=== design 1 ===
File: src/rtl/pipe_hazard_ctrl_pkg.sv
// Shared types and default widths for the pipeline hazard controller.
// Optional EX/WB forwarding is selected with the HAZ_FWD_EN macro.
package pipe_ctrl_pkg;

  localparam int REG_NUM_W_DEFAULT = 3;
  localparam int CNT_W_DEFAULT     = 8;

  typedef enum logic [1:0] {
    ST_RUN   = 2'd0,
    ST_FLUSH = 2'd1,
    ST_HALT  = 2'd2,
    ST_STEP  = 2'd3
  } state_e;

endpackage

File: src/rtl/pipe_hazard_ctrl_if.sv
// Pipeline-side signal bundle: register-file hazard fields in, stage enables out.
// The pipeline datapath is the master; the hazard controller is the slave.
interface pipe_hazard_ctrl_if #(
  parameter int REG_NUM_W = pipe_ctrl_pkg::REG_NUM_W_DEFAULT
);

  logic                 id_valid;
  logic [REG_NUM_W-1:0] id_rs;
  logic                 id_rs_used;
  logic [REG_NUM_W-1:0] ex_rd;
  logic                 ex_we;
  logic [REG_NUM_W-1:0] ex_rs;
  logic                 ex_rs_used;
  logic [REG_NUM_W-1:0] wb_rd;
  logic                 wb_we;
  logic                 branch_taken;

  logic                 pc_en;
  logic                 if_id_en;
  logic                 if_id_flush;
  logic                 id_ex_bubble;
  logic                 fwd_sel;

  modport master (
    output id_valid, id_rs, id_rs_used,
    output ex_rd, ex_we, ex_rs, ex_rs_used,
    output wb_rd, wb_we, branch_taken,
    input  pc_en, if_id_en, if_id_flush, id_ex_bubble, fwd_sel
  );

  modport slave (
    input  id_valid, id_rs, id_rs_used,
    input  ex_rd, ex_we, ex_rs, ex_rs_used,
    input  wb_rd, wb_we, branch_taken,
    output pc_en, if_id_en, if_id_flush, id_ex_bubble, fwd_sel
  );

endinterface

File: src/rtl/pipe_hazard_ctrl_hazard_detect.sv
// Combinational RAW detection against ID/EX and EX/WB destinations.
// HAZ_FWD_EN enables the EX/WB -> ALU forwarding select.
module hazard_detect #(
  parameter int REG_NUM_W = pipe_ctrl_pkg::REG_NUM_W_DEFAULT
) (
  input  logic                 rst_n,
  input  logic                 id_valid,
  input  logic [REG_NUM_W-1:0] id_rs,
  input  logic                 id_rs_used,
  input  logic [REG_NUM_W-1:0] ex_rd,
  input  logic                 ex_we,
  input  logic [REG_NUM_W-1:0] ex_rs,
  input  logic                 ex_rs_used,
  input  logic [REG_NUM_W-1:0] wb_rd,
  input  logic                 wb_we,
  output logic                 raw_ex,
  output logic                 raw_wb,
  output logic                 fwd_sel
);

  assign raw_ex = id_valid & id_rs_used & ex_we & (ex_rd == id_rs);
  assign raw_wb = id_valid & id_rs_used & wb_we & (wb_rd == id_rs);

`ifdef HAZ_FWD_EN
  // Gated by reset so the ALU mux sits on the register-file path while held in reset.
  assign fwd_sel = ex_rs_used & wb_we & (wb_rd == ex_rs) & rst_n;
`else
  logic unused_fwd_inputs;
  assign unused_fwd_inputs = ^{ex_rs, ex_rs_used, rst_n};
  assign fwd_sel = 1'b0;
`endif

endmodule

File: src/rtl/pipe_hazard_ctrl.sv
// Pipeline hazard / flush / halt-step controller with saturating stall counter.
// Build option: HAZ_FWD_EN (forwarding replaces RAW stalls).
//
// state | meaning
// RUN   | normal issue; stalls on RAW, flushes on taken branch
// FLUSH | second squash cycle after a taken branch
// HALT  | pipeline frozen by debug halt
// STEP  | single RUN-like cycle issued from HALT
module pipe_hazard_ctrl
  import pipe_ctrl_pkg::*;
#(
  parameter int REG_NUM_W = REG_NUM_W_DEFAULT,
  parameter int CNT_W     = CNT_W_DEFAULT
) (
  input  logic                Clk,
  input  logic                Reset,
  pipe_hazard_ctrl_if.slave   pipe,
  input  logic                halt_req,
  input  logic                step_req,
  output logic                halted,
  output logic [CNT_W-1:0]    stall_count
);

  state_e           state_q;
  state_e           state_d;
  logic             raw_ex;
  logic             raw_wb;
  logic             haz_stall;
  logic             fwd_sel;
  logic             stall_act;
  logic             pc_en;
  logic             if_id_en;
  logic             if_id_flush;
  logic             id_ex_bubble;
  logic [CNT_W-1:0] stall_cnt_q;

  hazard_detect #(
    .REG_NUM_W (REG_NUM_W)
  ) u_hazard_detect (
    .rst_n      (Reset),
    .id_valid   (pipe.id_valid),
    .id_rs      (pipe.id_rs),
    .id_rs_used (pipe.id_rs_used),
    .ex_rd      (pipe.ex_rd),
    .ex_we      (pipe.ex_we),
    .ex_rs      (pipe.ex_rs),
    .ex_rs_used (pipe.ex_rs_used),
    .wb_rd      (pipe.wb_rd),
    .wb_we      (pipe.wb_we),
    .raw_ex     (raw_ex),
    .raw_wb     (raw_wb),
    .fwd_sel    (fwd_sel)
  );

`ifdef HAZ_FWD_EN
  logic unused_raw;
  assign unused_raw = raw_ex | raw_wb;
  assign haz_stall  = 1'b0;
`else
  assign haz_stall  = raw_ex | raw_wb;
`endif

  always_ff @(posedge Clk) begin
    if (!Reset) begin
      state_q <= ST_RUN;
    end else begin
      state_q <= state_d;
    end
  end

  always_comb begin
    state_d = state_q;
    case (state_q)
      ST_RUN: begin
        if (pipe.branch_taken) begin
          state_d = ST_FLUSH;
        end else if (halt_req) begin
          state_d = ST_HALT;
        end
      end
      ST_FLUSH: begin
        state_d = halt_req ? ST_HALT : ST_RUN;
      end
      ST_HALT: begin
        if (step_req) begin
          state_d = ST_STEP;
        end else if (!halt_req) begin
          state_d = ST_RUN;
        end
      end
      ST_STEP: begin
        state_d = pipe.branch_taken ? ST_FLUSH : ST_HALT;
      end
      default: state_d = ST_RUN;
    endcase
  end

  // A halt request in RUN freezes issue immediately but is not counted as a hazard stall.
  always_comb begin
    pc_en        = 1'b0;
    if_id_en     = 1'b0;
    if_id_flush  = 1'b0;
    id_ex_bubble = 1'b0;
    halted       = 1'b0;
    stall_act    = 1'b0;
    if (!Reset) begin
      if_id_flush  = 1'b1;
      id_ex_bubble = 1'b1;
    end else begin
      case (state_q)
        ST_RUN, ST_STEP: begin
          if (pipe.branch_taken) begin
            pc_en       = 1'b1;
            if_id_en    = 1'b1;
            if_id_flush = 1'b1;
          end else if ((state_q == ST_RUN) && halt_req) begin
            id_ex_bubble = 1'b1;
          end else if (haz_stall) begin
            id_ex_bubble = 1'b1;
            stall_act    = 1'b1;
          end else begin
            pc_en    = 1'b1;
            if_id_en = 1'b1;
          end
        end
        ST_FLUSH: begin
          pc_en        = 1'b1;
          if_id_en     = 1'b1;
          if_id_flush  = 1'b1;
          id_ex_bubble = 1'b1;
        end
        ST_HALT: begin
          id_ex_bubble = 1'b1;
          halted       = 1'b1;
        end
        default: begin
          id_ex_bubble = 1'b1;
        end
      endcase
    end
  end

  always_ff @(posedge Clk) begin
    if (!Reset) begin
      stall_cnt_q <= '0;
    end else if (stall_act && (stall_cnt_q != {CNT_W{1'b1}})) begin
      stall_cnt_q <= stall_cnt_q + CNT_W'(1);
    end
  end

  assign stall_count       = stall_cnt_q;
  assign pipe.pc_en        = pc_en;
  assign pipe.if_id_en     = if_id_en;
  assign pipe.if_id_flush  = if_id_flush;
  assign pipe.id_ex_bubble = id_ex_bubble;
  assign pipe.fwd_sel      = fwd_sel;

endmodule

File: src/flat_wrapper.sv
// flat-port wrapper written by rule: the top's interface ports become plain ports
module pipe_hazard_ctrl_flat import pipe_ctrl_pkg::*;
#(
  parameter int REG_NUM_W = REG_NUM_W_DEFAULT,
  parameter int CNT_W     = CNT_W_DEFAULT
)
  (Clk, Reset, halt_req, step_req, halted, stall_count, pipe_id_valid, pipe_id_rs, pipe_id_rs_used, pipe_ex_rd, pipe_ex_we, pipe_ex_rs, pipe_ex_rs_used, pipe_wb_rd, pipe_wb_we, pipe_branch_taken, pipe_pc_en, pipe_if_id_en, pipe_if_id_flush, pipe_id_ex_bubble, pipe_fwd_sel);
  pipe_hazard_ctrl_if #(.REG_NUM_W(REG_NUM_W)) pipe_i ();
  input  logic Clk;
  input  logic Reset;
  input  logic halt_req;
  input  logic step_req;
  output logic halted;
  output logic [CNT_W-1:0] stall_count;
  input wire logic [$bits(pipe_i.id_valid)-1:0] pipe_id_valid;
  input wire logic [$bits(pipe_i.id_rs)-1:0] pipe_id_rs;
  input wire logic [$bits(pipe_i.id_rs_used)-1:0] pipe_id_rs_used;
  input wire logic [$bits(pipe_i.ex_rd)-1:0] pipe_ex_rd;
  input wire logic [$bits(pipe_i.ex_we)-1:0] pipe_ex_we;
  input wire logic [$bits(pipe_i.ex_rs)-1:0] pipe_ex_rs;
  input wire logic [$bits(pipe_i.ex_rs_used)-1:0] pipe_ex_rs_used;
  input wire logic [$bits(pipe_i.wb_rd)-1:0] pipe_wb_rd;
  input wire logic [$bits(pipe_i.wb_we)-1:0] pipe_wb_we;
  input wire logic [$bits(pipe_i.branch_taken)-1:0] pipe_branch_taken;
  output wire logic [$bits(pipe_i.pc_en)-1:0] pipe_pc_en;
  output wire logic [$bits(pipe_i.if_id_en)-1:0] pipe_if_id_en;
  output wire logic [$bits(pipe_i.if_id_flush)-1:0] pipe_if_id_flush;
  output wire logic [$bits(pipe_i.id_ex_bubble)-1:0] pipe_id_ex_bubble;
  output wire logic [$bits(pipe_i.fwd_sel)-1:0] pipe_fwd_sel;
  assign pipe_i.id_valid = pipe_id_valid;
  assign pipe_i.id_rs = pipe_id_rs;
  assign pipe_i.id_rs_used = pipe_id_rs_used;
  assign pipe_i.ex_rd = pipe_ex_rd;
  assign pipe_i.ex_we = pipe_ex_we;
  assign pipe_i.ex_rs = pipe_ex_rs;
  assign pipe_i.ex_rs_used = pipe_ex_rs_used;
  assign pipe_i.wb_rd = pipe_wb_rd;
  assign pipe_i.wb_we = pipe_wb_we;
  assign pipe_i.branch_taken = pipe_branch_taken;
  assign pipe_pc_en = pipe_i.pc_en;
  assign pipe_if_id_en = pipe_i.if_id_en;
  assign pipe_if_id_flush = pipe_i.if_id_flush;
  assign pipe_id_ex_bubble = pipe_i.id_ex_bubble;
  assign pipe_fwd_sel = pipe_i.fwd_sel;
  pipe_hazard_ctrl #(.REG_NUM_W(REG_NUM_W), .CNT_W(CNT_W)) u_core (.Clk(Clk), .Reset(Reset), .pipe(pipe_i), .halt_req(halt_req), .step_req(step_req), .halted(halted), .stall_count(stall_count));
endmodule
File: config.mk
export PLATFORM = sky130hd
export DESIGN_NAME = pipe_hazard_ctrl_flat
export DESIGN_NICKNAME = d
export VERILOG_FILES = /design/src/rtl/pipe_hazard_ctrl_pkg.sv /design/src/rtl/pipe_hazard_ctrl_if.sv /design/src/rtl/pipe_hazard_ctrl_hazard_detect.sv /design/src/rtl/pipe_hazard_ctrl.sv /design/src/flat_wrapper.sv
export SDC_FILE = /design/constraint.sdc
export NUM_CORES = 1
export LEC_CHECK = 0
export CAP_MARGIN = 20
export CORE_MARGIN = 4
export CORE_UTILIZATION = 40
export DETAILED_ROUTE_END_ITERATION = 16
export PLACE_DENSITY = 0.78
export SYNTH_ARGS = -nofsm -noshare
export SYNTH_HDL_FRONTEND = slang
export SYNTH_SLANG_ARGS = --single-unit
File: constraint.sdc
create_clock -name Clk -period 2.6 [get_ports Clk]
set_input_delay 0.78 -clock Clk [delete_from_list [all_inputs] [get_ports Clk]]
set_output_delay 0.78 -clock Clk [all_outputs]
set_load 0.05 [all_outputs]
=== design 2 ===
$ cat src/rtl/alu_mul_seq_pkg.sv
// Shared ALU definitions: 3-bit opcode map and multiply sequencer state encoding.
// The ALU control decoder and the multiply sequencer both take opcodes from here.
package alu_mul_seq_pkg;

    localparam logic [2:0] ALU_OP_AND = 3'b000;
    localparam logic [2:0] ALU_OP_OR  = 3'b001;
    localparam logic [2:0] ALU_OP_ADD = 3'b010;
    localparam logic [2:0] ALU_OP_XOR = 3'b011;
    localparam logic [2:0] ALU_OP_NOR = 3'b100;
    localparam logic [2:0] ALU_OP_SLL = 3'b101;
    localparam logic [2:0] ALU_OP_SUB = 3'b110;
    localparam logic [2:0] ALU_OP_SLT = 3'b111;

    typedef enum logic [1:0] {
        IDLE = 2'd0,
        RUN  = 2'd1,
        DONE = 2'd2
    } state_t;

endpackage

$ cat src/rtl/alu_mul_seq.sv
// Unsigned 16x16->32 shift-add multiplier that borrows the shared 16-bit ALU
// for its adds: one iteration per cycle, 17 cycles from accept to done.
module alu_mul_seq
    import alu_mul_seq_pkg::*;
#(
    parameter logic [2:0] OP_ADD = ALU_OP_ADD
) (
    input  logic        clk,
    input  logic        reset,
    input  logic        start,
    input  logic [15:0] multiplicand,
    input  logic [15:0] multiplier,
    output logic        busy,
    output logic        done,
    output logic [31:0] product,
    output logic [2:0]  alu_op,
    output logic [15:0] alu_a,
    output logic [15:0] alu_b,
    input  logic [15:0] alu_result,
    input  logic        alu_co,
    output state_t      dbg_state
);

    // Handshake: start is accepted only when busy is low (IDLE); a request
    // while busy is dropped, never queued. done pulses for exactly one cycle
    // and product then holds until the next accepted start.

    state_t      state, state_nxt;
    logic [15:0] mcand;
    logic [15:0] hi;
    logic [15:0] lo;
    logic [3:0]  cnt;

    always_ff @(posedge clk) begin
        if (reset) begin
            state <= IDLE;
        end else begin
            state <= state_nxt;
        end
    end

    always_comb begin
        state_nxt = state;
        busy      = 1'b0;
        done      = 1'b0;
        alu_op    = OP_ADD;
        alu_a     = 16'h0000;
        alu_b     = 16'h0000;
        case (state)
            IDLE: begin
                if (start) state_nxt = RUN;
            end
            RUN: begin
                busy  = 1'b1;
                alu_a = hi;
                // Adding zero when the multiplier bit is clear keeps every
                // iteration on the same path; carry-out is then zero.
                alu_b = lo[0] ? mcand : 16'h0000;
                if (cnt == 4'd15) state_nxt = DONE;
            end
            DONE: begin
                busy      = 1'b1;
                done      = 1'b1;
                state_nxt = IDLE;
            end
            default: state_nxt = IDLE;
        endcase
    end

    always_ff @(posedge clk) begin
        if (reset) begin
            mcand   <= 16'h0000;
            hi      <= 16'h0000;
            lo      <= 16'h0000;
            cnt     <= 4'd0;
            product <= 32'h0000_0000;
        end else begin
            case (state)
                IDLE: begin
                    if (start) begin
                        mcand <= multiplicand;
                        hi    <= 16'h0000;
                        lo    <= multiplier;
                        cnt   <= 4'd0;
                    end
                end
                RUN: begin
                    // Carry re-enters at the top so the 17-bit partial sum is kept.
                    {hi, lo} <= {alu_co, alu_result, lo[15:1]};
                    cnt      <= cnt + 4'd1;
                    if (cnt == 4'd15) begin
                        product <= {alu_co, alu_result, lo[15:1]};
                    end
                end
                default: ;
            endcase
        end
    end

    assign dbg_state = state;

endmodule
$ cat config.mk
export PLATFORM = sky130hd
export DESIGN_NAME = alu_mul_seq
export DESIGN_NICKNAME = d
export VERILOG_FILES = /design/src/rtl/alu_mul_seq_pkg.sv /design/src/rtl/alu_mul_seq.sv
export SDC_FILE = /design/constraint.sdc
export NUM_CORES = 1
export LEC_CHECK = 0
export CAP_MARGIN = 40
export CORE_ASPECT_RATIO = 0.8
export CORE_MARGIN = 2
export CORE_UTILIZATION = 45
export DETAILED_ROUTE_END_ITERATION = 7
export GPL_TIMING_DRIVEN = 0
export PLACE_DENSITY_LB_ADDON = 0.08
export SYNTH_ARGS = -nofsm -noshare
export SYNTH_HDL_FRONTEND = slang
export SYNTH_SLANG_ARGS = --single-unit
$ cat constraint.sdc
create_clock -name clk -period 1.6 [get_ports clk]
set_input_delay 0.16 -clock clk [delete_from_list [all_inputs] [get_ports clk]]
set_output_delay 0.16 -clock clk [all_outputs]
set_load 0.01 [all_outputs]
=== design 3 ===
## src/rtl/fc_seq_pkg.sv

```systemverilog
`default_nettype none
// ============================================================================
// Module   : fc_seq_pkg
// Brief    : Shared constants, state encoding and lane valid-mask helper for
//            the fully-connected layer sequencer.
// Revision : 1.0  initial release
// ============================================================================
package fc_seq_pkg;

  localparam int LANES  = 4;
  localparam int LANE_W = $clog2(LANES);

  localparam logic [3:0] ST_IDLE   = 4'd0;
  localparam logic [3:0] ST_FLUSH  = 4'd1;
  localparam logic [3:0] ST_WFL    = 4'd2;
  localparam logic [3:0] ST_FETCH  = 4'd3;
  localparam logic [3:0] ST_MAC    = 4'd4;
  localparam logic [3:0] ST_WMAC   = 4'd5;
  localparam logic [3:0] ST_BFETCH = 4'd6;
  localparam logic [3:0] ST_BIAS   = 4'd7;
  localparam logic [3:0] ST_WBIAS  = 4'd8;
  localparam logic [3:0] ST_WRITE  = 4'd9;
  localparam logic [3:0] ST_DONE   = 4'd10;

  typedef enum logic [3:0] {
    S_IDLE   = ST_IDLE,
    S_FLUSH  = ST_FLUSH,
    S_WFL    = ST_WFL,
    S_FETCH  = ST_FETCH,
    S_MAC    = ST_MAC,
    S_WMAC   = ST_WMAC,
    S_BFETCH = ST_BFETCH,
    S_BIAS   = ST_BIAS,
    S_WBIAS  = ST_WBIAS,
    S_WRITE  = ST_WRITE,
    S_DONE   = ST_DONE
  } state_t;

  // Only the final input word of a neuron can be partial; a zero remainder means a full word.
  function automatic logic [LANES-1:0] valid_mask(input logic last, input logic [1:0] len_mod);
    if (!last || (len_mod == 2'd0))
      return '1;
    else
      return (4'd1 << len_mod) - 4'd1;
  endfunction

endpackage
`default_nettype wire

```

## src/rtl/fc_seq_if.sv

```systemverilog
`default_nettype none
// ============================================================================
// Module   : fc_seq_if
// Brief    : Memory-read, MAC-control and result-write bus between the
//            sequencer (master) and the MAC datapath (slave).
// Revision : 1.0  initial release
// ============================================================================
interface fc_seq_if
  import fc_seq_pkg::*;
#(
  parameter int ADDR_W = 12
) ();

  logic              mem_rd_en;
  logic [ADDR_W-1:0] in_addr;
  logic [ADDR_W-1:0] w_addr;
  logic [ADDR_W-1:0] b_addr;
  logic              mac_en;
  logic [LANES-1:0]  mac_valid;
  logic              mac_flush;
  logic              mac_bias_add;
  logic              mac_relu;
  logic              mac_done;
  logic              out_we;
  logic [ADDR_W-1:0] out_addr;

  modport master (
    output mem_rd_en, in_addr, w_addr, b_addr,
    output mac_en, mac_valid, mac_flush, mac_bias_add, mac_relu,
    input  mac_done,
    output out_we, out_addr
  );

  modport slave (
    input  mem_rd_en, in_addr, w_addr, b_addr,
    input  mac_en, mac_valid, mac_flush, mac_bias_add, mac_relu,
    output mac_done,
    input  out_we, out_addr
  );

endinterface
`default_nettype wire

```

## src/rtl/fc_seq_addr_gen.sv

```systemverilog
`default_nettype none
// ============================================================================
// Module   : fc_seq_addr_gen
// Brief    : Word / weight-pointer / lane / group counters that generate every
//            memory address of the layer sequence.
// Revision : 1.0  initial release
// ============================================================================
module fc_seq_addr_gen
  import fc_seq_pkg::*;
#(
  parameter int ADDR_W = 12,
  parameter int LEN_W  = 12
) (
  input  wire logic              clk,
  input  wire logic              rstn,
  input  wire logic              init,
  input  wire logic              adv_word,
  input  wire logic              adv_grp,
  input  wire logic [LEN_W-1:0]  in_words,
  input  wire logic [LEN_W-1:0]  out_groups,
  output logic      [ADDR_W-1:0] k,
  output logic      [ADDR_W-1:0] wptr,
  output logic      [LANE_W-1:0] lane,
  output logic      [ADDR_W-1:0] grp,
  output logic                   last_word,
  output logic                   last_lane,
  output logic                   last_grp
);

  assign last_word = (k == ADDR_W'(in_words - 1'b1));
  assign last_lane = (lane == LANE_W'(LANES - 1));
  assign last_grp  = (grp == ADDR_W'(out_groups - 1'b1));

  // wptr is never rewound between neurons: weights are laid out neuron-major and contiguous.
  always_ff @(posedge clk or negedge rstn) begin
    if (!rstn) begin
      k    <= '0;
      wptr <= '0;
      lane <= '0;
      grp  <= '0;
    end else if (init) begin
      k    <= '0;
      wptr <= '0;
      lane <= '0;
      grp  <= '0;
    end else begin
      if (adv_word) begin
        wptr <= wptr + 1'b1;
        if (last_word) begin
          k <= '0;
          if (!last_lane)
            lane <= lane + 1'b1;
        end else begin
          k <= k + 1'b1;
        end
      end
      if (adv_grp) begin
        lane <= '0;
        grp  <= grp + 1'b1;
      end
    end
  end

endmodule
`default_nettype wire

```

## src/rtl/fc_layer_sequencer.sv

```systemverilog
`default_nettype none
// ============================================================================
// Module   : fc_layer_sequencer
// Brief    : Sequences one int8 fully-connected layer on the 4-lane MAC
//            datapath. Optional mac_done watchdog: FC_SEQ_TIMEOUT_EN.
// Revision : 1.0  initial release
// ============================================================================
module fc_layer_sequencer
  import fc_seq_pkg::*;
#(
  parameter int ADDR_W  = 12,
  parameter int LEN_W   = 12,
  parameter int TIMEOUT = 255
) (
  input  wire logic             clk,
  input  wire logic             rstn,
  input  wire logic             start,
  input  wire logic [LEN_W-1:0] cfg_in_len,
  input  wire logic [LEN_W-1:0] cfg_out_groups,
  input  wire logic             cfg_relu,
  output logic                  busy,
  output logic                  done,
  output logic                  err,
  fc_seq_if.master              dp
);

  state_t            state, state_nxt;
  logic              accept;
  logic [LEN_W-1:0]  in_words_r;
  logic [LEN_W-1:0]  out_groups_r;
  logic [1:0]        len_mod_r;
  logic              relu_r;
  logic              timed_out;

  logic              rd_en, mac_en, flush, bias_add, we, adv_word, adv_grp;
  logic [LANES-1:0]  valid;

  logic [ADDR_W-1:0] k, wptr, grp;
  logic [LANE_W-1:0] lane;
  logic              last_word, last_lane, last_grp;

  assign accept = (state == S_IDLE) && start;

  always_ff @(posedge clk or negedge rstn) begin
    if (!rstn) begin
      in_words_r   <= '0;
      out_groups_r <= '0;
      len_mod_r    <= '0;
      relu_r       <= 1'b0;
    end else if (accept) begin
      in_words_r   <= LEN_W'(({1'b0, cfg_in_len} + (LEN_W+1)'(3)) >> 2);
      out_groups_r <= cfg_out_groups;
      len_mod_r    <= cfg_in_len[1:0];
      relu_r       <= cfg_relu;
    end
  end

`ifdef FC_SEQ_TIMEOUT_EN
  localparam int WAIT_W = $clog2(TIMEOUT + 1);

  logic [WAIT_W-1:0] wait_cnt;
  logic              waiting;
  logic              err_r;

  assign waiting   = (state == S_WFL) || (state == S_WMAC) || (state == S_WBIAS);
  assign timed_out = waiting && !dp.mac_done && (wait_cnt == WAIT_W'(TIMEOUT - 1));
  assign err       = err_r;

  always_ff @(posedge clk or negedge rstn) begin
    if (!rstn) begin
      wait_cnt <= '0;
      err_r    <= 1'b0;
    end else begin
      wait_cnt <= (waiting && !dp.mac_done) ? wait_cnt + 1'b1 : '0;
      if (accept)
        err_r <= 1'b0;
      else if (timed_out)
        err_r <= 1'b1;
    end
  end
`else
  assign timed_out = 1'b0;
  assign err       = 1'b0;
`endif

  always_ff @(posedge clk or negedge rstn) begin
    if (!rstn)
      state <= S_IDLE;
    else
      state <= state_nxt;
  end

  always_comb begin
    state_nxt = state;
    rd_en     = 1'b0;
    mac_en    = 1'b0;
    valid     = '0;
    flush     = 1'b0;
    bias_add  = 1'b0;
    we        = 1'b0;
    adv_word  = 1'b0;
    adv_grp   = 1'b0;
    unique case (state)
      S_IDLE:   if (start) state_nxt = S_FLUSH;
      S_FLUSH: begin
        mac_en    = 1'b1;
        flush     = 1'b1;
        state_nxt = S_WFL;
      end
      S_WFL: begin
        if (dp.mac_done)    state_nxt = S_FETCH;
        else if (timed_out) state_nxt = S_DONE;
      end
      S_FETCH: begin
        rd_en     = 1'b1;
        state_nxt = S_MAC;
      end
      S_MAC: begin
        mac_en    = 1'b1;
        valid     = valid_mask(last_word, len_mod_r);
        state_nxt = S_WMAC;
      end
      S_WMAC: begin
        if (dp.mac_done) begin
          adv_word = 1'b1;
          if (!last_word)      state_nxt = S_FETCH;
          else if (!last_lane) state_nxt = S_FLUSH;
          else                 state_nxt = S_BFETCH;
        end else if (timed_out) begin
          state_nxt = S_DONE;
        end
      end
      S_BFETCH: begin
        rd_en     = 1'b1;
        state_nxt = S_BIAS;
      end
      S_BIAS: begin
        mac_en    = 1'b1;
        bias_add  = 1'b1;
        state_nxt = S_WBIAS;
      end
      S_WBIAS: begin
        if (dp.mac_done)    state_nxt = S_WRITE;
        else if (timed_out) state_nxt = S_DONE;
      end
      S_WRITE: begin
        we        = 1'b1;
        adv_grp   = 1'b1;
        state_nxt = last_grp ? S_DONE : S_FLUSH;
      end
      S_DONE:   state_nxt = S_IDLE;
      default:  state_nxt = S_IDLE;
    endcase
  end

  fc_seq_addr_gen #(
    .ADDR_W (ADDR_W),
    .LEN_W  (LEN_W)
  ) u_addr_gen (
    .clk        (clk),
    .rstn       (rstn),
    .init       (accept),
    .adv_word   (adv_word),
    .adv_grp    (adv_grp),
    .in_words   (in_words_r),
    .out_groups (out_groups_r),
    .k          (k),
    .wptr       (wptr),
    .lane       (lane),
    .grp        (grp),
    .last_word  (last_word),
    .last_lane  (last_lane),
    .last_grp   (last_grp)
  );

  assign busy            = (state != S_IDLE) && (state != S_DONE);
  assign done            = (state == S_DONE);

  assign dp.mem_rd_en    = rd_en;
  assign dp.in_addr      = k;
  assign dp.w_addr       = wptr;
  assign dp.b_addr       = grp;
  assign dp.mac_en       = mac_en;
  assign dp.mac_valid    = valid;
  assign dp.mac_flush    = flush;
  assign dp.mac_bias_add = bias_add;
  assign dp.mac_relu     = relu_r;
  assign dp.out_we       = we;
  assign dp.out_addr     = grp;

endmodule
`default_nettype wire

```

## src/flat_wrapper.sv

```systemverilog
// flat-port wrapper written by rule: the top's interface ports become plain ports
module fc_layer_sequencer_flat import fc_seq_pkg::*;
#(
  parameter int ADDR_W  = 12,
  parameter int LEN_W   = 12,
  parameter int TIMEOUT = 255
)
  (clk, rstn, start, cfg_in_len, cfg_out_groups, cfg_relu, busy, done, err, dp_mem_rd_en, dp_in_addr, dp_w_addr, dp_b_addr, dp_mac_en, dp_mac_valid, dp_mac_flush, dp_mac_bias_add, dp_mac_relu, dp_mac_done, dp_out_we, dp_out_addr);
  fc_seq_if #(.ADDR_W(ADDR_W)) dp_i ();
  input  wire logic clk;
  input  wire logic rstn;
  input  wire logic start;
  input  wire logic [LEN_W-1:0] cfg_in_len;
  input  wire logic [LEN_W-1:0] cfg_out_groups;
  input  wire logic cfg_relu;
  output logic busy;
  output logic done;
  output logic err;
  output wire logic [$bits(dp_i.mem_rd_en)-1:0] dp_mem_rd_en;
  output wire logic [$bits(dp_i.in_addr)-1:0] dp_in_addr;
  output wire logic [$bits(dp_i.w_addr)-1:0] dp_w_addr;
  output wire logic [$bits(dp_i.b_addr)-1:0] dp_b_addr;
  output wire logic [$bits(dp_i.mac_en)-1:0] dp_mac_en;
  output wire logic [$bits(dp_i.mac_valid)-1:0] dp_mac_valid;
  output wire logic [$bits(dp_i.mac_flush)-1:0] dp_mac_flush;
  output wire logic [$bits(dp_i.mac_bias_add)-1:0] dp_mac_bias_add;
  output wire logic [$bits(dp_i.mac_relu)-1:0] dp_mac_relu;
  input wire logic [$bits(dp_i.mac_done)-1:0] dp_mac_done;
  output wire logic [$bits(dp_i.out_we)-1:0] dp_out_we;
  output wire logic [$bits(dp_i.out_addr)-1:0] dp_out_addr;
  assign dp_mem_rd_en = dp_i.mem_rd_en;
  assign dp_in_addr = dp_i.in_addr;
  assign dp_w_addr = dp_i.w_addr;
  assign dp_b_addr = dp_i.b_addr;
  assign dp_mac_en = dp_i.mac_en;
  assign dp_mac_valid = dp_i.mac_valid;
  assign dp_mac_flush = dp_i.mac_flush;
  assign dp_mac_bias_add = dp_i.mac_bias_add;
  assign dp_mac_relu = dp_i.mac_relu;
  assign dp_i.mac_done = dp_mac_done;
  assign dp_out_we = dp_i.out_we;
  assign dp_out_addr = dp_i.out_addr;
  fc_layer_sequencer #(.ADDR_W(ADDR_W), .LEN_W(LEN_W), .TIMEOUT(TIMEOUT)) u_core (.clk(clk), .rstn(rstn), .start(start), .cfg_in_len(cfg_in_len), .cfg_out_groups(cfg_out_groups), .cfg_relu(cfg_relu), .busy(busy), .done(done), .err(err), .dp(dp_i));
endmodule
```

## config.mk

```make
export PLATFORM = sky130hd
export DESIGN_NAME = fc_layer_sequencer_flat
export DESIGN_NICKNAME = d
export VERILOG_FILES = /design/src/rtl/fc_seq_pkg.sv /design/src/rtl/fc_seq_if.sv /design/src/rtl/fc_seq_addr_gen.sv /design/src/rtl/fc_layer_sequencer.sv /design/src/flat_wrapper.sv
export SDC_FILE = /design/constraint.sdc
export NUM_CORES = 1
export LEC_CHECK = 0
export CORE_ASPECT_RATIO = 1.75
export CORE_UTILIZATION = 45
export CTS_CLUSTER_SIZE = 10
export DETAILED_ROUTE_END_ITERATION = 7
export HOLD_SLACK_MARGIN = 0.12
export PLACE_DENSITY_LB_ADDON = 0.25
export SLEW_MARGIN = 0
export SYNTH_ARGS = -nofsm -noshare
export SYNTH_HDL_FRONTEND = slang
export SYNTH_SLANG_ARGS = --single-unit
```

## constraint.sdc

```tcl
create_clock -name clk -period 3.8 [get_ports clk]
set_clock_uncertainty 0.15 [all_clocks]
set_input_delay 0.57 -clock clk [delete_from_list [all_inputs] [get_ports clk]]
set_output_delay 0.57 -clock clk [all_outputs]
set_load 0.005 [all_outputs]
```

=== design 4 ===
**src/rtl/leaf_vote_stage.sv**
```systemverilog
// rtl/leaf_vote_stage.sv - terminal tree stage: round-robin leaf pick, label fetch, vote handoff
// One leaf in flight; upstream ports see backpressure only through withheld rec pulses.
module leaf_vote_stage #(
    parameter int NUM_FEAT  = 2,
    parameter int NUM_NODES = 8,
    parameter int WIDTH     = 4,
    parameter int CLASS_W   = 4,
    localparam int IDX_W    = $clog2(NUM_NODES),
    localparam int DATA_W   = NUM_FEAT * WIDTH
) (
    input  logic              clk,
    input  logic              rst,
    input  logic              validA,
    input  logic [IDX_W-1:0]  nodeIdxA,
    output logic              recA,
    input  logic              validB,
    input  logic [IDX_W-1:0]  nodeIdxB,
    output logic              recB,
    output logic [IDX_W-1:0]  memReqOut,
    output logic              reqRdy,
    input  logic              memRdy,
    input  logic [DATA_W-1:0] memData,
    input  logic              dataRdy,
    output logic              validOut,
    output logic [CLASS_W-1:0] classOut,
    output logic [IDX_W-1:0]  leafIdxOut,
    input  logic              outRec,
    output logic [15:0]       leafCount
);

    typedef enum logic [1:0] {IDLE, REQ, WAIT, OUT} state_t;

    state_t     state;
    logic       prio_b;
    logic       grant_a;
    logic [IDX_W-1:0] grant_idx;
    logic       data_unused;

    // Port B wins only when it is the sole requester or holds the priority pointer.
    assign grant_a   = validA && (!validB || !prio_b);
    assign grant_idx = grant_a ? nodeIdxA : nodeIdxB;

    // Only the low label bits of the node word matter at a leaf.
    assign data_unused = ^memData;

    always_ff @(posedge clk) begin
        if (rst) begin
            state      <= IDLE;
            prio_b     <= 1'b0;
            recA       <= 1'b0;
            recB       <= 1'b0;
            reqRdy     <= 1'b0;
            memReqOut  <= '0;
            validOut   <= 1'b0;
            classOut   <= '0;
            leafIdxOut <= '0;
            leafCount  <= '0;
        end else begin
            case (state)
                IDLE: begin
                    if (validA || validB) begin
                        memReqOut  <= grant_idx;
                        leafIdxOut <= grant_idx;
                        recA       <= grant_a;
                        recB       <= !grant_a;
                        prio_b     <= grant_a;
                        reqRdy     <= 1'b1;
                        state      <= REQ;
                    end
                end
                REQ: begin
                    recA <= 1'b0;
                    recB <= 1'b0;
                    if (memRdy) begin
                        reqRdy <= 1'b0;
                        state  <= WAIT;
                    end
                end
                WAIT: begin
                    if (dataRdy) begin
                        classOut <= memData[CLASS_W-1:0];
                        validOut <= 1'b1;
                        state    <= OUT;
                    end
                end
                OUT: begin
                    if (outRec) begin
                        validOut  <= 1'b0;
                        leafCount <= leafCount + 16'd1;
                        state     <= IDLE;
                    end
                end
                default: state <= IDLE;
            endcase
        end
    end

endmodule

```
**config.mk**
```make
export PLATFORM = sky130hd
export DESIGN_NAME = leaf_vote_stage
export DESIGN_NICKNAME = d
export VERILOG_FILES = /design/src/rtl/leaf_vote_stage.sv
export SDC_FILE = /design/constraint.sdc
export NUM_CORES = 1
export LEC_CHECK = 0
export ABC_AREA = 1
export CAP_MARGIN = 20
export CORE_ASPECT_RATIO = 1.2
export CORE_MARGIN = 5
export CORE_UTILIZATION = 45
export CTS_CLUSTER_DIAMETER = 40
export DETAILED_ROUTE_END_ITERATION = 8
export PLACE_DENSITY = 0.78
export SLEW_MARGIN = 20
export SYNTH_ARGS = -nofsm -noshare
export SYNTH_HDL_FRONTEND = slang
export SYNTH_SLANG_ARGS = --single-unit
export TNS_END_PERCENT = 20
```
**constraint.sdc**
```tcl
create_clock -name clk -period 1.7 [get_ports clk]
set_input_delay 0.34 -clock clk [delete_from_list [all_inputs] [get_ports clk]]
set_output_delay 0.34 -clock clk [all_outputs]
set_load 0.005 [all_outputs]
```

==> notes/layouts.md <==
Pictures saved along the way, in no particular order.

Placed cells, one colour a class.
panel A
Scale: 4 px per um.
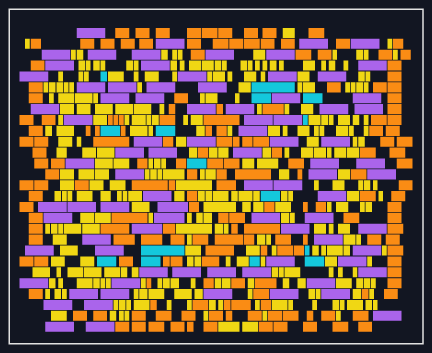
panel B
Scale: 6 px per um.
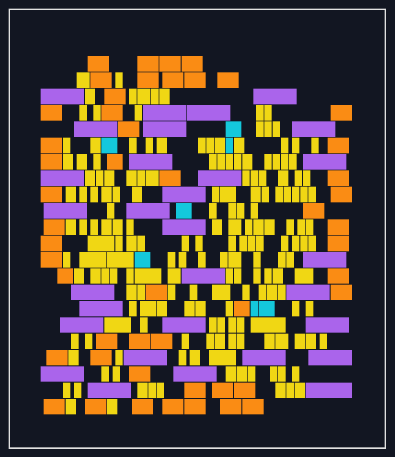
panel C
Scale: 4 px per um.
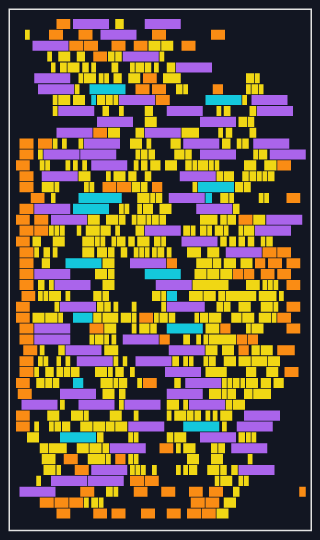
panel D
Scale: 10 px per um.
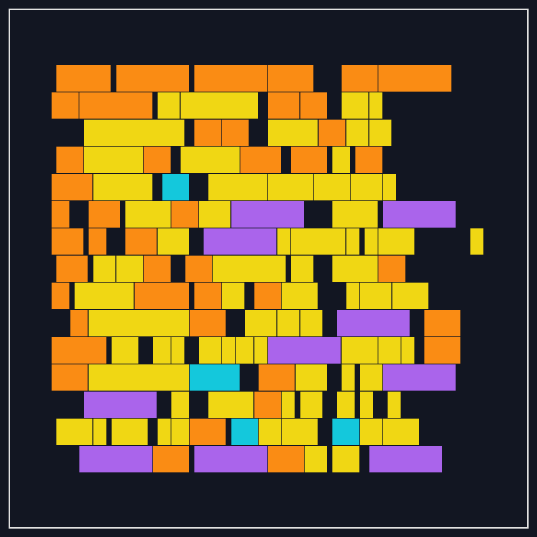
panel A -> design 2
panel D -> design 1
panel C -> design 3
panel B -> design 4
Of these, fewest sequential cells: panel D

Key to panel C:
[clock drivers and dummy loads] cyan | cells: 15
[remaining logic cells] yellow | cells: 397
[sequential cells] purple | cells: 68
[remaining buffers and delay cells] orange | cells: 100

==> design_3/m3.png <==
Scale: 3 px per um.
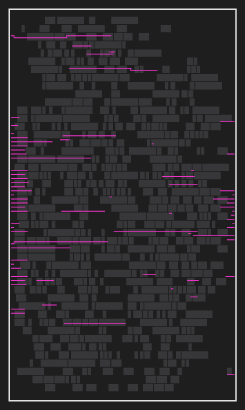
longest straight run: 31.0 um
main direction: horizontal
wire length on this layer: 469 um
share of all routed wire: 4.5%

==> ds_physical_params.txt, design 3 <==
Table: implementation figures

Parameter                              Value

Run status
  Result of the run    completed

Setup path
  Peak fanout along the critical path    6
  Worst setup path endpoint    dp_mac_valid[2]
  Internal reg-to-reg setup slack    0.65 ns

Finish
  Fillcell total    around 850
  Seq/total area    31.2%

Clocking
  Total clock buffers created by CTS    9
  Resized cells post-CTS    2
  Master cell of the clock root buffer    sky130_fd_sc_hd__clkbuf_16

Final timing
  Final cycle utilization of the critical path    96.5%
  Fmax    273 MHz
  Fin. Hold Viols    0

Synthesis
  Leading cell type by number of instances after synthesis    sky130_fd_sc_hd__nand2_1
  Synth top cells by count    92 x sky130_fd_sc_hd__nand2_1, 68 x sky130_fd_sc_hd__dfrtp_1, 49 x sky130_fd_sc_hd__nor2_1
  Fraction of the yosys area taken by sequential cells    40.4%
  Netlist area before placement    4210 sq um
  Post-synthesis cell count from yosys    approximately 500
  Unique cell types    56
  Main logic family after synthesis    simple AND/OR/NAND/NOR gates
  Synthesized-area fraction occupied by adder cells    1.78%

Placement
  Number of placed instances, taps included    680
  Detailed placement HPWL    7.68 mm

Detailed routing
  TritonRoute pass-1 iters    4
  Starting DRT DRC Count    189

Min path
  Hold WC Path Type    in -> async
[design 3: power breakdown]
| group | switching [uW] | internal, uW | leakage [uW] |
|---|---|---|---|
| combinational | 690 | 683 | 0.00132 |
| clock | 299 | 520 | 0.000138 |
| sequential | 279 | 900 | 0.000905 |
| total | 1270 | 2100 | 0.00236 |
[design 3: registers in the layout, indices dropped and copies added (netlist names)]
signal / flops
u_core.dp.mac_relu: 1
u_core.in_words_r: 11
u_core.len_mod_r: 2
u_core.out_groups_r: 12
u_core.state: 4
u_core.u_addr_gen.grp: 12
u_core.u_addr_gen.k: 12
u_core.u_addr_gen.lane: 2
u_core.u_addr_gen.wptr: 12
[design 3: critical path: cells and delay by family (launching register included)]
kind / cells / cell delay (ns)
compound gates: 1 / 0.10
buf+inv: 2 / 0.54
simple gates: 6 / 1.38
fa+ha+maj: 1 / 0.17
flops: 1 / 0.43
[design 3: metal layers]
metal	wire, um	track usage, %	vias up
met3	468	5.17	12
met2	5720	41.1	86
met1	4000	25.0	1789
li1	-	-	1844
met5	0	0	-
met4	170	8.77	0
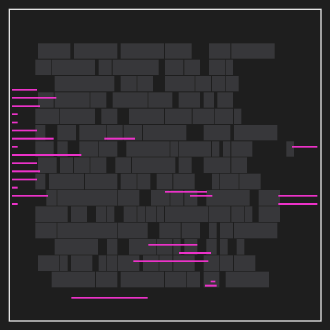
(design_1/m3.png)
Scale: 6 px per um.
longest straight run: 12.4 um
nets with wire on the layer: 24
Final Routed Wirelength: 2.23 mm
total via count after detailed routing: 804
met3 Track Usage GR: 3.72%

==> ds_physical_params.txt, design 1 <==
Table: implementation figures

Parameter                              Value

Floorplan
  N_taps    25
  Total Die Area    2670 sq um
  Core Area    1760 sq um

Placement
  RePlAce Congestion    around 0.79
  Detailed placement HPWL    1.49 mm

Finish
  Flop count    10
  Logic gate fraction of the total cell area    46.9%
  Seq/total area    14.7%

Final timing
  RSZ-0062 raised after global routing    yes
  Worst Slack Setup Final    -0.0837 ns
  Count of endpoints failing setup in the final report    3

Global routing
  Via count of the first global-routing pass    755
  Total congestion overflow    0

Power
  Static leakage power    0.000608 uW
  Top pwr grp    combinational cells
  Sw Share    43.1%

Setup path
  Worst endpoint required time    1.82 ns
  Internal reg-to-reg setup slack    0.54 ns
  WP depth    7

Run status
  Result of the run    complete, but fails checks
  Violated checks    negative setup slack

Clocking
  Source-to-sink clock delay at the later pin of the worst-skew pair    0.28 ns
  Clock transition at path regs    ~0.070 ns

Min path
  Hold EP    u_core.stall_count[5]

Synthesis
  Netlist area before placement    764 sq um
  Commonest flop    sky130_fd_sc_hd__dfxtp_1
[design 1: logic make-up (layout without fill, tap and decap cells)]
kind of cell	after synthesis	count (layout)	share of synthesized area (%)
AND-OR/OR-AND	15	15	15.1
XOR/XNOR	6	6	9.82
adder cells (fa/ha/maj)	5	5	8.18
buffers and inverters	9	53	5.40
flip-flops	10	10	26.2
multiplexers	7	7	9.17
other	1	1	0.491
AND/OR/NAND/NOR	35	35	25.7
[design 1: timing repair]
item	4_1_cts	5_1_grt
pin swaps	11	8
hold buffers	0	0
gates resized	60	14
setup endpoints to repair	4	4
buffers inserted	1	1
[design 1: worst reg2reg max path: cells and delay by family, from the launching register on]
kind | cells | cell delay, ns
buffers and inverters | 2 | 0.23
adders and majority gates | 1 | 0.34
AOI/OAI and AO/OA | 3 | 0.50
and+or+nand+nor | 1 | 0.39
DFF | 1 | 0.36
muxes | 1 | 0.13
[design 1: registers in the layout (all words and copies together) (netlist names)]
| name | count |
|---|---|
| u_core.state_q | 2 |
| u_core.stall_count | 8 |
[design 1: layer usage]
layer,track usage (%),vias up
met3,3.72,6
met4,5.24,0
met2,30.5,31
met1,17.6,372
met5,0,-
li1,-,395
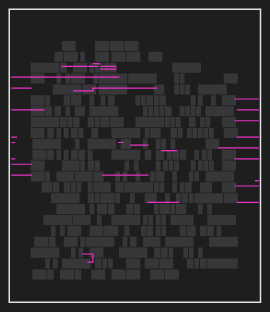
(design_4/m3.png)
Scale: 4 px per um.
nets with wire on the layer: 24
main direction: horizontal
wire length on this layer: 174 um
Final Routed Wirelength: 3.34 mm
total via count after detailed routing: 1466
met3 Track Usage GR: 4.93%

==> ds_physical_params.txt, design 4 <==
Table: implementation figures

Parameter                              Value

Finish
  Leading cell category by total area    multi-input combinational cells
  Largest regs    leafCount (16), classOut (4), leafIdxOut (3)
  Register Area    602 sq um
  Multi-input logic cell count    roughly 150
  Seq/total area    between 20% and 30%
  Area growth from synthesis to layout    35.8%
  Fraction of final layout cells with drive strength greater than 1    4.85%
  Final std cell area, no fill    roughly 2000 sq um
  Biggest register    leafCount
  Diodes inserted    0

Placement
  Placement-stage cell area    1970 sq um
  Detailed placement HPWL    2.55 mm

Global routing
  Total congestion overflow    0
  Initial antenna violation count    0

Synthesis
  Unique cell types    22

Power
  Share of power burned in the clock network    20.0%
  Static leakage power    ~0.00083 uW
  Cell-internal power    1310 uW

Setup path
  Cell type group with the largest total delay on the critical path    buffers and inverters
  Worst endpoint required time    1.36 ns

Detailed routing
  Starting DRT DRC Count    68

Clocking
  Master cell of the clock root buffer    sky130_fd_sc_hd__clkbuf_4
  Resized cells post-CTS    0
  Total clock buffers created by CTS    5
  Source-to-sink clock delay at the later pin of the worst-skew pair    around 0.32 ns
  Maximum clock insertion buffer count    2
  Total setup buffers inserted after CTS    0

Run status
  Result of the run    completed
-- design 4: metrics by stage --
stage,setup WS [ns],hold slack [ns],total power [uW],instances,util (%)
global route,0.0266,0.507,2050,304,64.8
detailed placement,0.00184,0.457,1550,297,63.3
CTS,0.0208,0.475,1940,304,64.7
floorplan,0.427,0.440,1250,218,-
finish,0.0759,0.466,1910,304,64.8
global placement,0.0266,0.452,1540,297,63.3
-- design 4: final timing paths --
check                             startpoint  slack [ns]             to
worst max-delay path            leafCount[7]        0.08   leafCount[7]
worst min register to register          recA        0.47           recA
worst min-delay path                    recA        0.47           recA
worst max register to register  leafCount[1]        0.26  leafCount[12]
-- design 4: routing by layer --
| metal | part of all wire (%) | routed length [um] |
|---|---|---|
| met3 | 5.2 | 173 |
| met2 | 50 | 1690 |
| met5 | 0 | 0 |
| met1 | 43 | 1440 |
| met4 | 1.3 | 44 |
-- design 4: power groups by stage --
stage               logic (uW)  clock network (uW)  registers, uW
finish                     646                 381            879
global route               731                 429            894
CTS                        656                 400            881
detailed placement         652                   0            897
global placement           641                   0            894
floorplan                  349                   0            896
==> design_2/placed.png <==
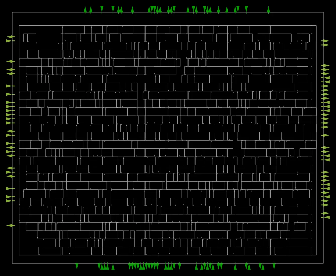
flop count: 86
Layout Cells excl Fill: 680

==> design_2/sizing.png <==
Scale: 4 px per um.
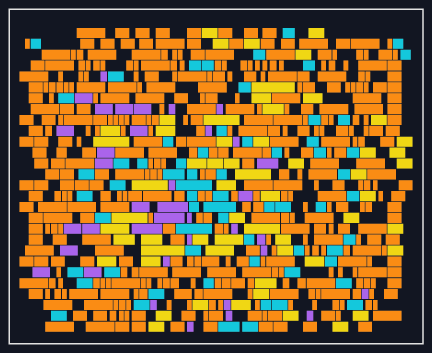
[x3 and x4] cyan | cells: 64 | share: 11% | most used: buf_4
[x2] purple | cells: 37 | share: 6.4% | most used: a211oi_2
[x1 and smaller] orange | cells: 416 | share: 72% | most used: nand2_1
[x6 and larger] yellow | cells: 58 | share: 10% | most used: buf_6
final std cell area, no fill: 5760 sq um
Signal buffers: 178
Worst Slack Setup Final: -0.123 ns

==> ds_physical_params.txt, design 2 <==
Table: implementation figures

Parameter                              Value

Global routing
  Met3 Track Usage GR    under 10%

Detailed routing
  Average wire per cell in the routed design    16.0 um
  Detailed-route wire length on metal 1    4.94 mm
  Routed wire length on met2    between 5 and 6 mm

Finish
  Fraction of final layout cells with drive strength greater than 1    27.7%
  Leading cell types in the layout, fill and taps excluded    97 x sky130_fd_sc_hd__nand2_1, 83 x sky130_fd_sc_hd__dfxtp_1, 83 x sky130_fd_sc_hd__clkdlybuf4s50_1
  Area growth from synthesis to layout    63.0%
  Top logic cell by instance count in the layout    sky130_fd_sc_hd__nand2_1
  Register Area    approximately 1700 sq um

Final timing
  Worst slew pin tran    0.646 ns
  Count of endpoints failing setup in the final report    about 43
  Final hold slack    0.339 ns
  Worst Slack Setup Final    -0.123 ns

Floorplan
  Die extent in x    between 100 and 150 um

Clocking
  Clock tree from TritonCTS    yes

Setup path
  Destination of the worst register-to-register timing path    lo[4]

Run status
  Violated checks    negative setup slack
  Result of the run    complete, but fails checks

Min path
  Launch point of the worst hold path    multiplicand[4]

Power
  Share of power burned in registers    46.8%
  Top pwr grp    registers

Synthesis
  Commonest flop    sky130_fd_sc_hd__dfxtp_1
  Fraction of synthesis flops using an asynchronous set or reset pin    0%
-- design 2: stage by stage --
step	TNS [ns]	power, uW	instances	utilization [%]
after floorplan	0	2720	420	-
after global placement	-22.58	2980	643	64.7
after detailed placement	-27.87	3000	643	64.7
after CTS	-1.69	4730	671	70.2
after global routing	-3.51	5150	680	76.8
final	-1.65	4970	680	76.8
-- design 2: flip-flops by register name, summed over array words and instances (netlist names) --
register and flops:
lo 16, dbg_state 2, hi 16, product 32
cnt 4, mcand 16
-- design 2: what timing repair did --
action | CTS | global route
cloned | 3 | 6
gates resized | 198 | 96
endpoints found under the setup margin | 102 | 102
pin swaps | 1 | 1
hold buffers | 0 | 0
buffers inserted | 10 | 6
endpoints found under the hold margin | 0 | 0
-- design 2: logic make-up (layout without fill, tap and decap cells) --
kind of cell    after synthesis  in the layout  synth area share, %
simple gates                176            176                 22.2
compound gates               91             91                 16.2
flops                        86             86                 48.7
buf+inv                      42            196                 5.63
mux                          18             19                 5.59
fa+ha+maj                     4              4                 1.42
other cells                   2              3                0.213


==> gallery <==
Sequential cells coloured by netlist name.
picture 1
Scale: 4 px per um.
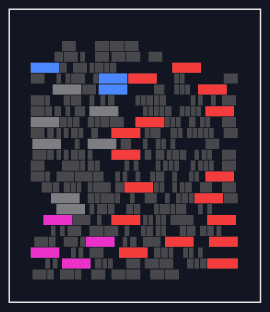
picture 2
Scale: 8 px per um.
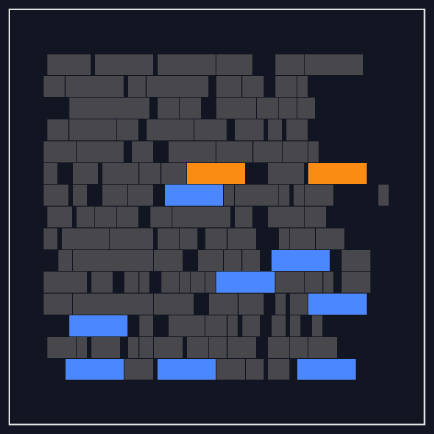
picture 3
Scale: 4 px per um.
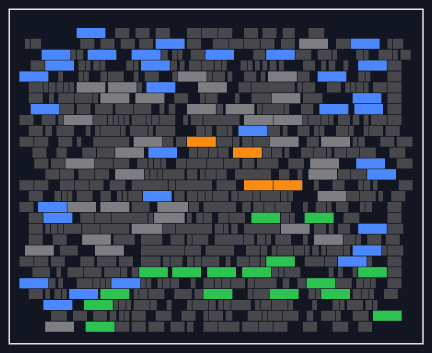
picture 4
Scale: 4 px per um.
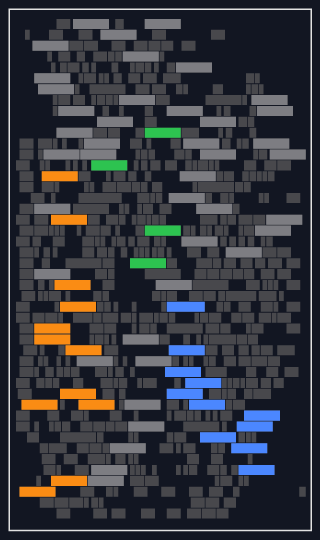
- picture 4 = design 3
- picture 1 = design 4
- picture 2 = design 1
- picture 3 = design 2

Key to picture 4:
[`u_core.in_words_r`] blue | flops: 11
[`u_core.state`] green | flops: 4
[`u_core.u_addr_gen.grp`] orange | flops: 12
not coloured: 41


==> notes/layouts.md <==
Pictures saved along the way, in no particular order.

Placed standard cells.
shot_01.png
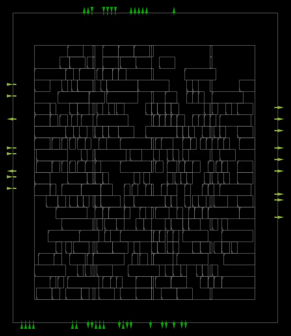
shot_02.png
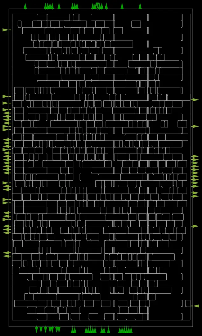
shot_03.png
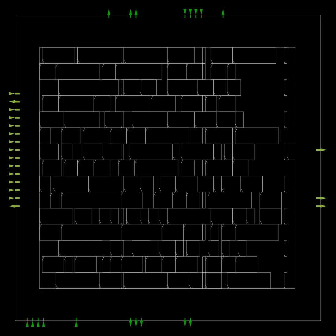
shot_03.png: design 1
shot_01.png: design 4
shot_02.png: design 3
The one with the highest utilization is shot_03.png.

Power and IR drop assume default switching activity.
